=== bram_loader ===
## config.mk

```make
export PLATFORM = sky130hd
export DESIGN_NAME = bram_loader
export DESIGN_NICKNAME = d
export VERILOG_FILES = /design/src/rtl/bram_loader.sv
export SDC_FILE = /design/constraint.sdc
export NUM_CORES = 1
export LEC_CHECK = 0
export CORE_ASPECT_RATIO = 1.5
export CORE_MARGIN = 2
export CORE_UTILIZATION = 30
export CTS_CLUSTER_DIAMETER = 200
export DETAILED_ROUTE_END_ITERATION = 8
export PLACE_DENSITY = 0.5
export SLEW_MARGIN = 0
export SYNTH_ARGS = -nofsm -noshare
export SYNTH_HDL_FRONTEND = slang
export SYNTH_SLANG_ARGS = --single-unit
```

## constraint.sdc

```tcl
create_clock -name clk -period 5.5 [get_ports clk]
set_clock_uncertainty 0.05 [all_clocks]
set_input_delay 1.65 -clock clk [delete_from_list [all_inputs] [get_ports clk]]
set_output_delay 1.65 -clock clk [all_outputs]
set_load 0.005 [all_outputs]
```

## src/rtl/bram_loader.sv

```systemverilog
// Byte-stream to BRAM word loader: 4-byte LE word count, then N LE words written to addr 0..N-1.
// Optional trailing mod-256 data checksum byte when BRAM_LOADER_CHECKSUM_EN is defined.
module bram_loader #(
  parameter int unsigned ADDR_W = 10,
  parameter int unsigned DATA_W = 32
) (
  input  logic              clk,
  input  logic              rstn,
  input  logic              start,
  input  logic [7:0]        rx_data,
  input  logic              rx_valid,
  output logic              rx_ready,
  output logic              we,
  output logic [ADDR_W-1:0] addr,
  output logic [DATA_W-1:0] di,
  output logic              busy,
  output logic              done,
  output logic              error
);

  localparam int unsigned IDX_W = ADDR_W + 1;
  localparam logic [32:0] CAP   = 33'(1) << ADDR_W;

  typedef enum logic [2:0] {
    S_IDLE,
    S_HDR,
    S_DATA,
    S_WRITE,
    S_DONE,
    S_ERROR
`ifdef BRAM_LOADER_CHECKSUM_EN
    , S_CSUM
`endif
  } state_t;

`ifdef BRAM_LOADER_CHECKSUM_EN
  localparam state_t S_FIN = S_CSUM;
`else
  localparam state_t S_FIN = S_DONE;
`endif

  state_t              state_q, state_d;
  logic [31:0]         n_q, n_d;
  logic [DATA_W-1:0]   word_q, word_d;
  logic [1:0]          bcnt_q, bcnt_d;
  logic [IDX_W-1:0]    idx_q, idx_d;
  logic [ADDR_W-1:0]   addr_d;
  logic [DATA_W-1:0]   di_d;
  logic                rx_fire;
`ifdef BRAM_LOADER_CHECKSUM_EN
  logic [7:0]          sum_q, sum_d;
`endif

  assign rx_fire = rx_valid && rx_ready;

  // Next-state and datapath updates
  always_comb begin
    state_d = state_q;
    n_d     = n_q;
    word_d  = word_q;
    bcnt_d  = bcnt_q;
    idx_d   = idx_q;
    addr_d  = addr;
    di_d    = di;
`ifdef BRAM_LOADER_CHECKSUM_EN
    sum_d   = sum_q;
`endif
    case (state_q)
      S_IDLE, S_DONE, S_ERROR: begin
        if (start) begin
          state_d = S_HDR;
          n_d     = '0;
          bcnt_d  = '0;
          idx_d   = '0;
`ifdef BRAM_LOADER_CHECKSUM_EN
          sum_d   = '0;
`endif
        end
      end
      S_HDR: begin
        if (rx_fire) begin
          n_d    = {rx_data, n_q[31:8]};
          bcnt_d = bcnt_q + 2'd1;
          if (bcnt_q == 2'd3) begin
            if (n_d == 32'd0)             state_d = S_FIN;
            else if ({1'b0, n_d} > CAP)   state_d = S_ERROR;
            else                          state_d = S_DATA;
          end
        end
      end
      S_DATA: begin
        if (rx_fire) begin
          word_d = {rx_data, word_q[DATA_W-1:8]};
          bcnt_d = bcnt_q + 2'd1;
`ifdef BRAM_LOADER_CHECKSUM_EN
          sum_d  = sum_q + rx_data;
`endif
          if (bcnt_q == 2'd3) begin
            state_d = S_WRITE;
            addr_d  = idx_q[ADDR_W-1:0];
            di_d    = word_d;
          end
        end
      end
      S_WRITE: begin
        idx_d = idx_q + IDX_W'(1);
        if (32'(idx_q) + 32'd1 == n_q) state_d = S_FIN;
        else                           state_d = S_DATA;
      end
`ifdef BRAM_LOADER_CHECKSUM_EN
      S_CSUM: begin
        if (rx_fire) state_d = (rx_data == sum_q) ? S_DONE : S_ERROR;
      end
`endif
      default: state_d = S_IDLE;
    endcase
  end

  // State, datapath and registered outputs (outputs follow the next state)
  always_ff @(posedge clk or negedge rstn) begin
    if (!rstn) begin
      state_q  <= S_IDLE;
      n_q      <= '0;
      word_q   <= '0;
      bcnt_q   <= '0;
      idx_q    <= '0;
      rx_ready <= 1'b0;
      we       <= 1'b0;
      addr     <= '0;
      di       <= '0;
      busy     <= 1'b0;
      done     <= 1'b0;
      error    <= 1'b0;
`ifdef BRAM_LOADER_CHECKSUM_EN
      sum_q    <= '0;
`endif
    end else begin
      state_q  <= state_d;
      n_q      <= n_d;
      word_q   <= word_d;
      bcnt_q   <= bcnt_d;
      idx_q    <= idx_d;
      addr     <= addr_d;
      di       <= di_d;
      we       <= (state_d == S_WRITE);
      done     <= (state_d == S_DONE);
      error    <= (state_d == S_ERROR);
      busy     <= (state_d == S_HDR) || (state_d == S_DATA) || (state_d == S_WRITE)
`ifdef BRAM_LOADER_CHECKSUM_EN
                  || (state_d == S_CSUM)
`endif
                  ;
      rx_ready <= (state_d == S_HDR) || (state_d == S_DATA)
`ifdef BRAM_LOADER_CHECKSUM_EN
                  || (state_d == S_CSUM)
`endif
                  ;
`ifdef BRAM_LOADER_CHECKSUM_EN
      sum_q    <= sum_d;
`endif
    end
  end

endmodule

```

=== uart_rx_fifo ===
===== config.mk =====
export PLATFORM = sky130hd
export DESIGN_NAME = uart_rx_fifo
export DESIGN_NICKNAME = d
export VERILOG_FILES = /design/src/rtl/uart_rx_fifo.sv
export SDC_FILE = /design/constraint.sdc
export NUM_CORES = 1
export LEC_CHECK = 0
export CORE_ASPECT_RATIO = 1.25
export CORE_MARGIN = 10
export CORE_UTILIZATION = 64
export CTS_CLUSTER_DIAMETER = 40
export CTS_CLUSTER_SIZE = 24
export DETAILED_ROUTE_END_ITERATION = 8
export PLACE_DENSITY = 0.85
export SKIP_CTS_REPAIR_TIMING = 1
export SLEW_MARGIN = 20
export SYNTH_ARGS = -nofsm -noshare
export SYNTH_HDL_FRONTEND = slang
export SYNTH_SLANG_ARGS = --single-unit

===== constraint.sdc =====
create_clock -name clk -period 8.05 [get_ports clk]
set_input_delay 1.61 -clock clk [delete_from_list [all_inputs] [get_ports clk]]
set_output_delay 1.61 -clock clk [all_outputs]
set_load 0.02 [all_outputs]

===== src/rtl/uart_rx_fifo.sv =====
// uart_rx_fifo: captures held receiver words/breaks into a first-word-fall-through FIFO
// with host status, trigger-level interrupt and silence-based character timeout.
module uart_rx_fifo #(
    parameter int DEPTH_LOG2 = 4
) (
    input  logic                  clk,
    input  logic                  rst,
    input  logic [8:0]            rxData,
    input  logic                  rxDataReceived,
    input  logic                  rxParityError,
    input  logic                  rxOverflow,
    input  logic                  rxBreak,
    input  logic                  rxSilence,
    output logic                  receiveReq,
    input  logic                  readEn,
    output logic [10:0]           readData,
    input  logic                  flush,
    input  logic                  clearOverrun,
    input  logic [DEPTH_LOG2:0]   triggerLevel,
    output logic [DEPTH_LOG2:0]   count,
    output logic                  empty,
    output logic                  full,
    output logic                  overrun,
    output logic                  errorInFifo,
    output logic                  timeout,
    output logic                  irq
);
    localparam int DEPTH = 1 << DEPTH_LOG2;
    localparam int CW = DEPTH_LOG2 + 1;

    logic [10:0]           mem [DEPTH];
    logic [DEPTH_LOG2-1:0] wr_ptr, rd_ptr;
    logic [DEPTH_LOG2:0]   err_cnt;
    logic                  capture, push, pop, lost, entry_err, head_err;
    logic [10:0]           entry;

    // receiveReq blocks a second capture while the receiver is still dropping its flags
    assign capture   = (rxDataReceived || rxBreak) && !receiveReq;
    assign entry     = {rxBreak, rxDataReceived & rxParityError, rxDataReceived ? rxData : 9'd0};
    assign entry_err = entry[10] | entry[9];
    assign head_err  = readData[10] | readData[9];
    assign pop       = readEn && !empty && !flush;
    assign push      = capture && !flush && (!full || pop);
    assign lost      = capture && !flush && full && !pop;

    assign readData    = mem[rd_ptr];
    assign empty       = count == '0;
    assign full        = count == CW'(DEPTH);
    assign errorInFifo = err_cnt != '0;
    assign timeout     = rxSilence && !empty;
    assign irq         = (triggerLevel != '0 && count >= triggerLevel) || timeout;

    always_ff @(posedge clk)
        if (push)
            mem[wr_ptr] <= entry;

    always_ff @(posedge clk or posedge rst) begin
        if (rst) begin
            wr_ptr     <= '0;
            rd_ptr     <= '0;
            count      <= '0;
            err_cnt    <= '0;
            receiveReq <= 1'b0;
            overrun    <= 1'b0;
        end else begin
            receiveReq <= capture;
            if (capture && (rxOverflow || lost))
                overrun <= 1'b1;
            else if (clearOverrun)
                overrun <= 1'b0;
            if (flush) begin
                wr_ptr  <= '0;
                rd_ptr  <= '0;
                count   <= '0;
                err_cnt <= '0;
            end else begin
                if (push)
                    wr_ptr <= wr_ptr + 1'b1;
                if (pop)
                    rd_ptr <= rd_ptr + 1'b1;
                count   <= count + CW'(push) - CW'(pop);
                err_cnt <= err_cnt + CW'(push && entry_err) - CW'(pop && head_err);
            end
        end
    end
endmodule


bram_loader/placement.png
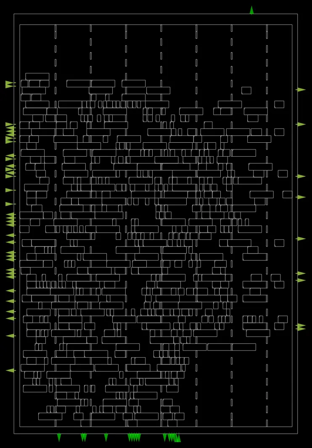
area of the core: 16800 um2
Seq cells: 119
Core Util, Final: 38.7%

==> deck_impl_summary.md, bram_loader <==
Run Summary

Outcome
  – Status: finished, final reports clean

CTS
  – Resized Gates After CTS: 0
  – Sink Count: 119
  – Post-CTS setup buffers: 0

Floorplan
  – # IOs: between 50 and 60
  – Chip area: 18300 um2

Drt
  – Iteration-0 DRC Markers: 173

Yosys
  – Synth Cell Area: between 5000 and 6000 um2
  – Gate Count Post-Synth: 507

Finish
  – Top cell category: sequential cells
  – Most frequent cells in the layout: nand2_1 (160), dfrtp_1 (119), clkdlybuf4s50_1 (57), o21ai_0 (49), mux2_2 (40)
  – Top flop regs: di x32, n_q x32, word_q x24

GRT
  – Met2 usage: 25.1%
  – Global-route track usage on met1: 16.5%

Pwr
  – Clk pwr: 1.13 mW

Final timing
  – Max Slew Vio Count: 0
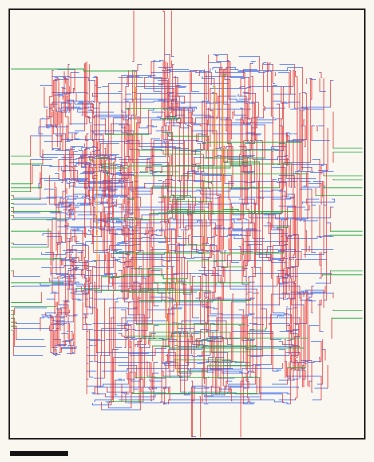
uart_rx_fifo/wires.png
The bar under the picture is 20 um long.
- orange: metal 4 (wire length 284 um)
- green: metal 3 (wire length 1600 um)
- red: metal 2 (wire length 9290 um)
- blue: metal 1 (wire length 5920 um)
routed vias: 4129
drt total wl: 17100 um
GRT Util Overall: 20.3%
drt wl/cell: 25.9 um

==> deck_impl_summary.md, uart_rx_fifo <==
Run Summary

Drt
  – Iteration-0 DRC Markers: between 300 and 400

Setup path
  – Stages on worst setup path: 8

Pwr
  – Final Power: 2.68 mW
  – Switch share: 28.0%
  – Clock network power share: between 20% and 30%
  – Combinational power share: 25.5%

GRT
  – Global-route track usage on met1: 23.3%
  – Vias in the first global route: 4533

Yosys
  – AND/OR/NAND/NOR Cells, Area Fraction: around 5.4%
  – Area leader share: between 60% and 70%
  – Synth area leaders: edfxtp_1 (64%), mux4_1 (8.3%), mux4_2 (7.4%), dfrtp_1 (6.1%), ha_1 (3.2%)

Run
  – Log Warnings: 31

Floorplan
  – Die width: 122 um

Finish
  – Comb_multi_in: 197
  – Final-layout fill cell count: 718

Outcome
  – Status: finished, final reports clean

Min path
  – Hold Path End: overrun

CTS
  – CTS clk-pin slew, worst paths: around 0.070 ns

## Gallery

Metal 4.
Supply wires on this layer in gray.
Plate I
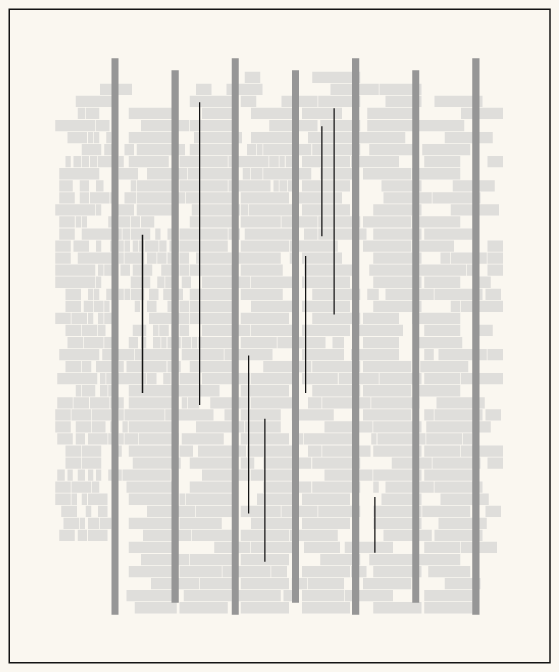
Plate II
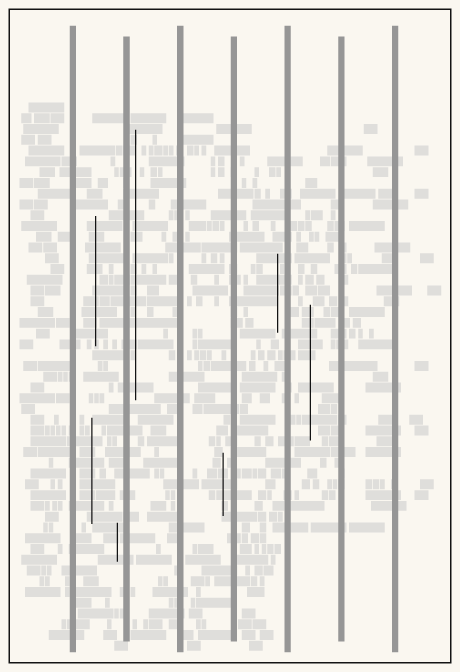
- Plate II = bram_loader
- Plate I = uart_rx_fifo



==> notes/layouts.md <==
Pictures saved along the way, in no particular order.

M3 wires.
The bar under the picture is 20 um long.
(a)
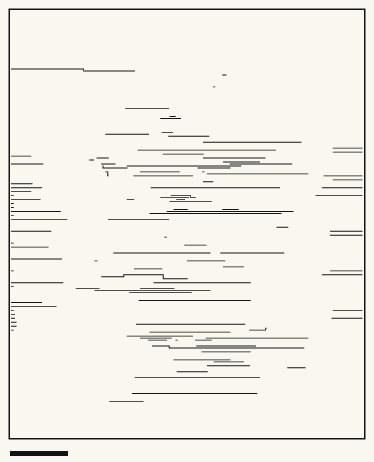
(b)
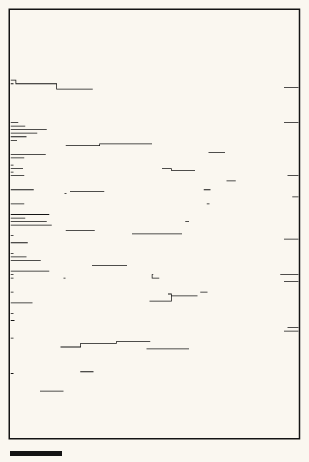
(a): uart_rx_fifo
(b): bram_loader

Key to (b):
- nets with wire on the layer: 51
- longest straight run: 20.0 um
- share of all routed wire: 3.9%
- main direction: horizontal

Power figures rest on the tool's default switching activity, not on a simulated workload.
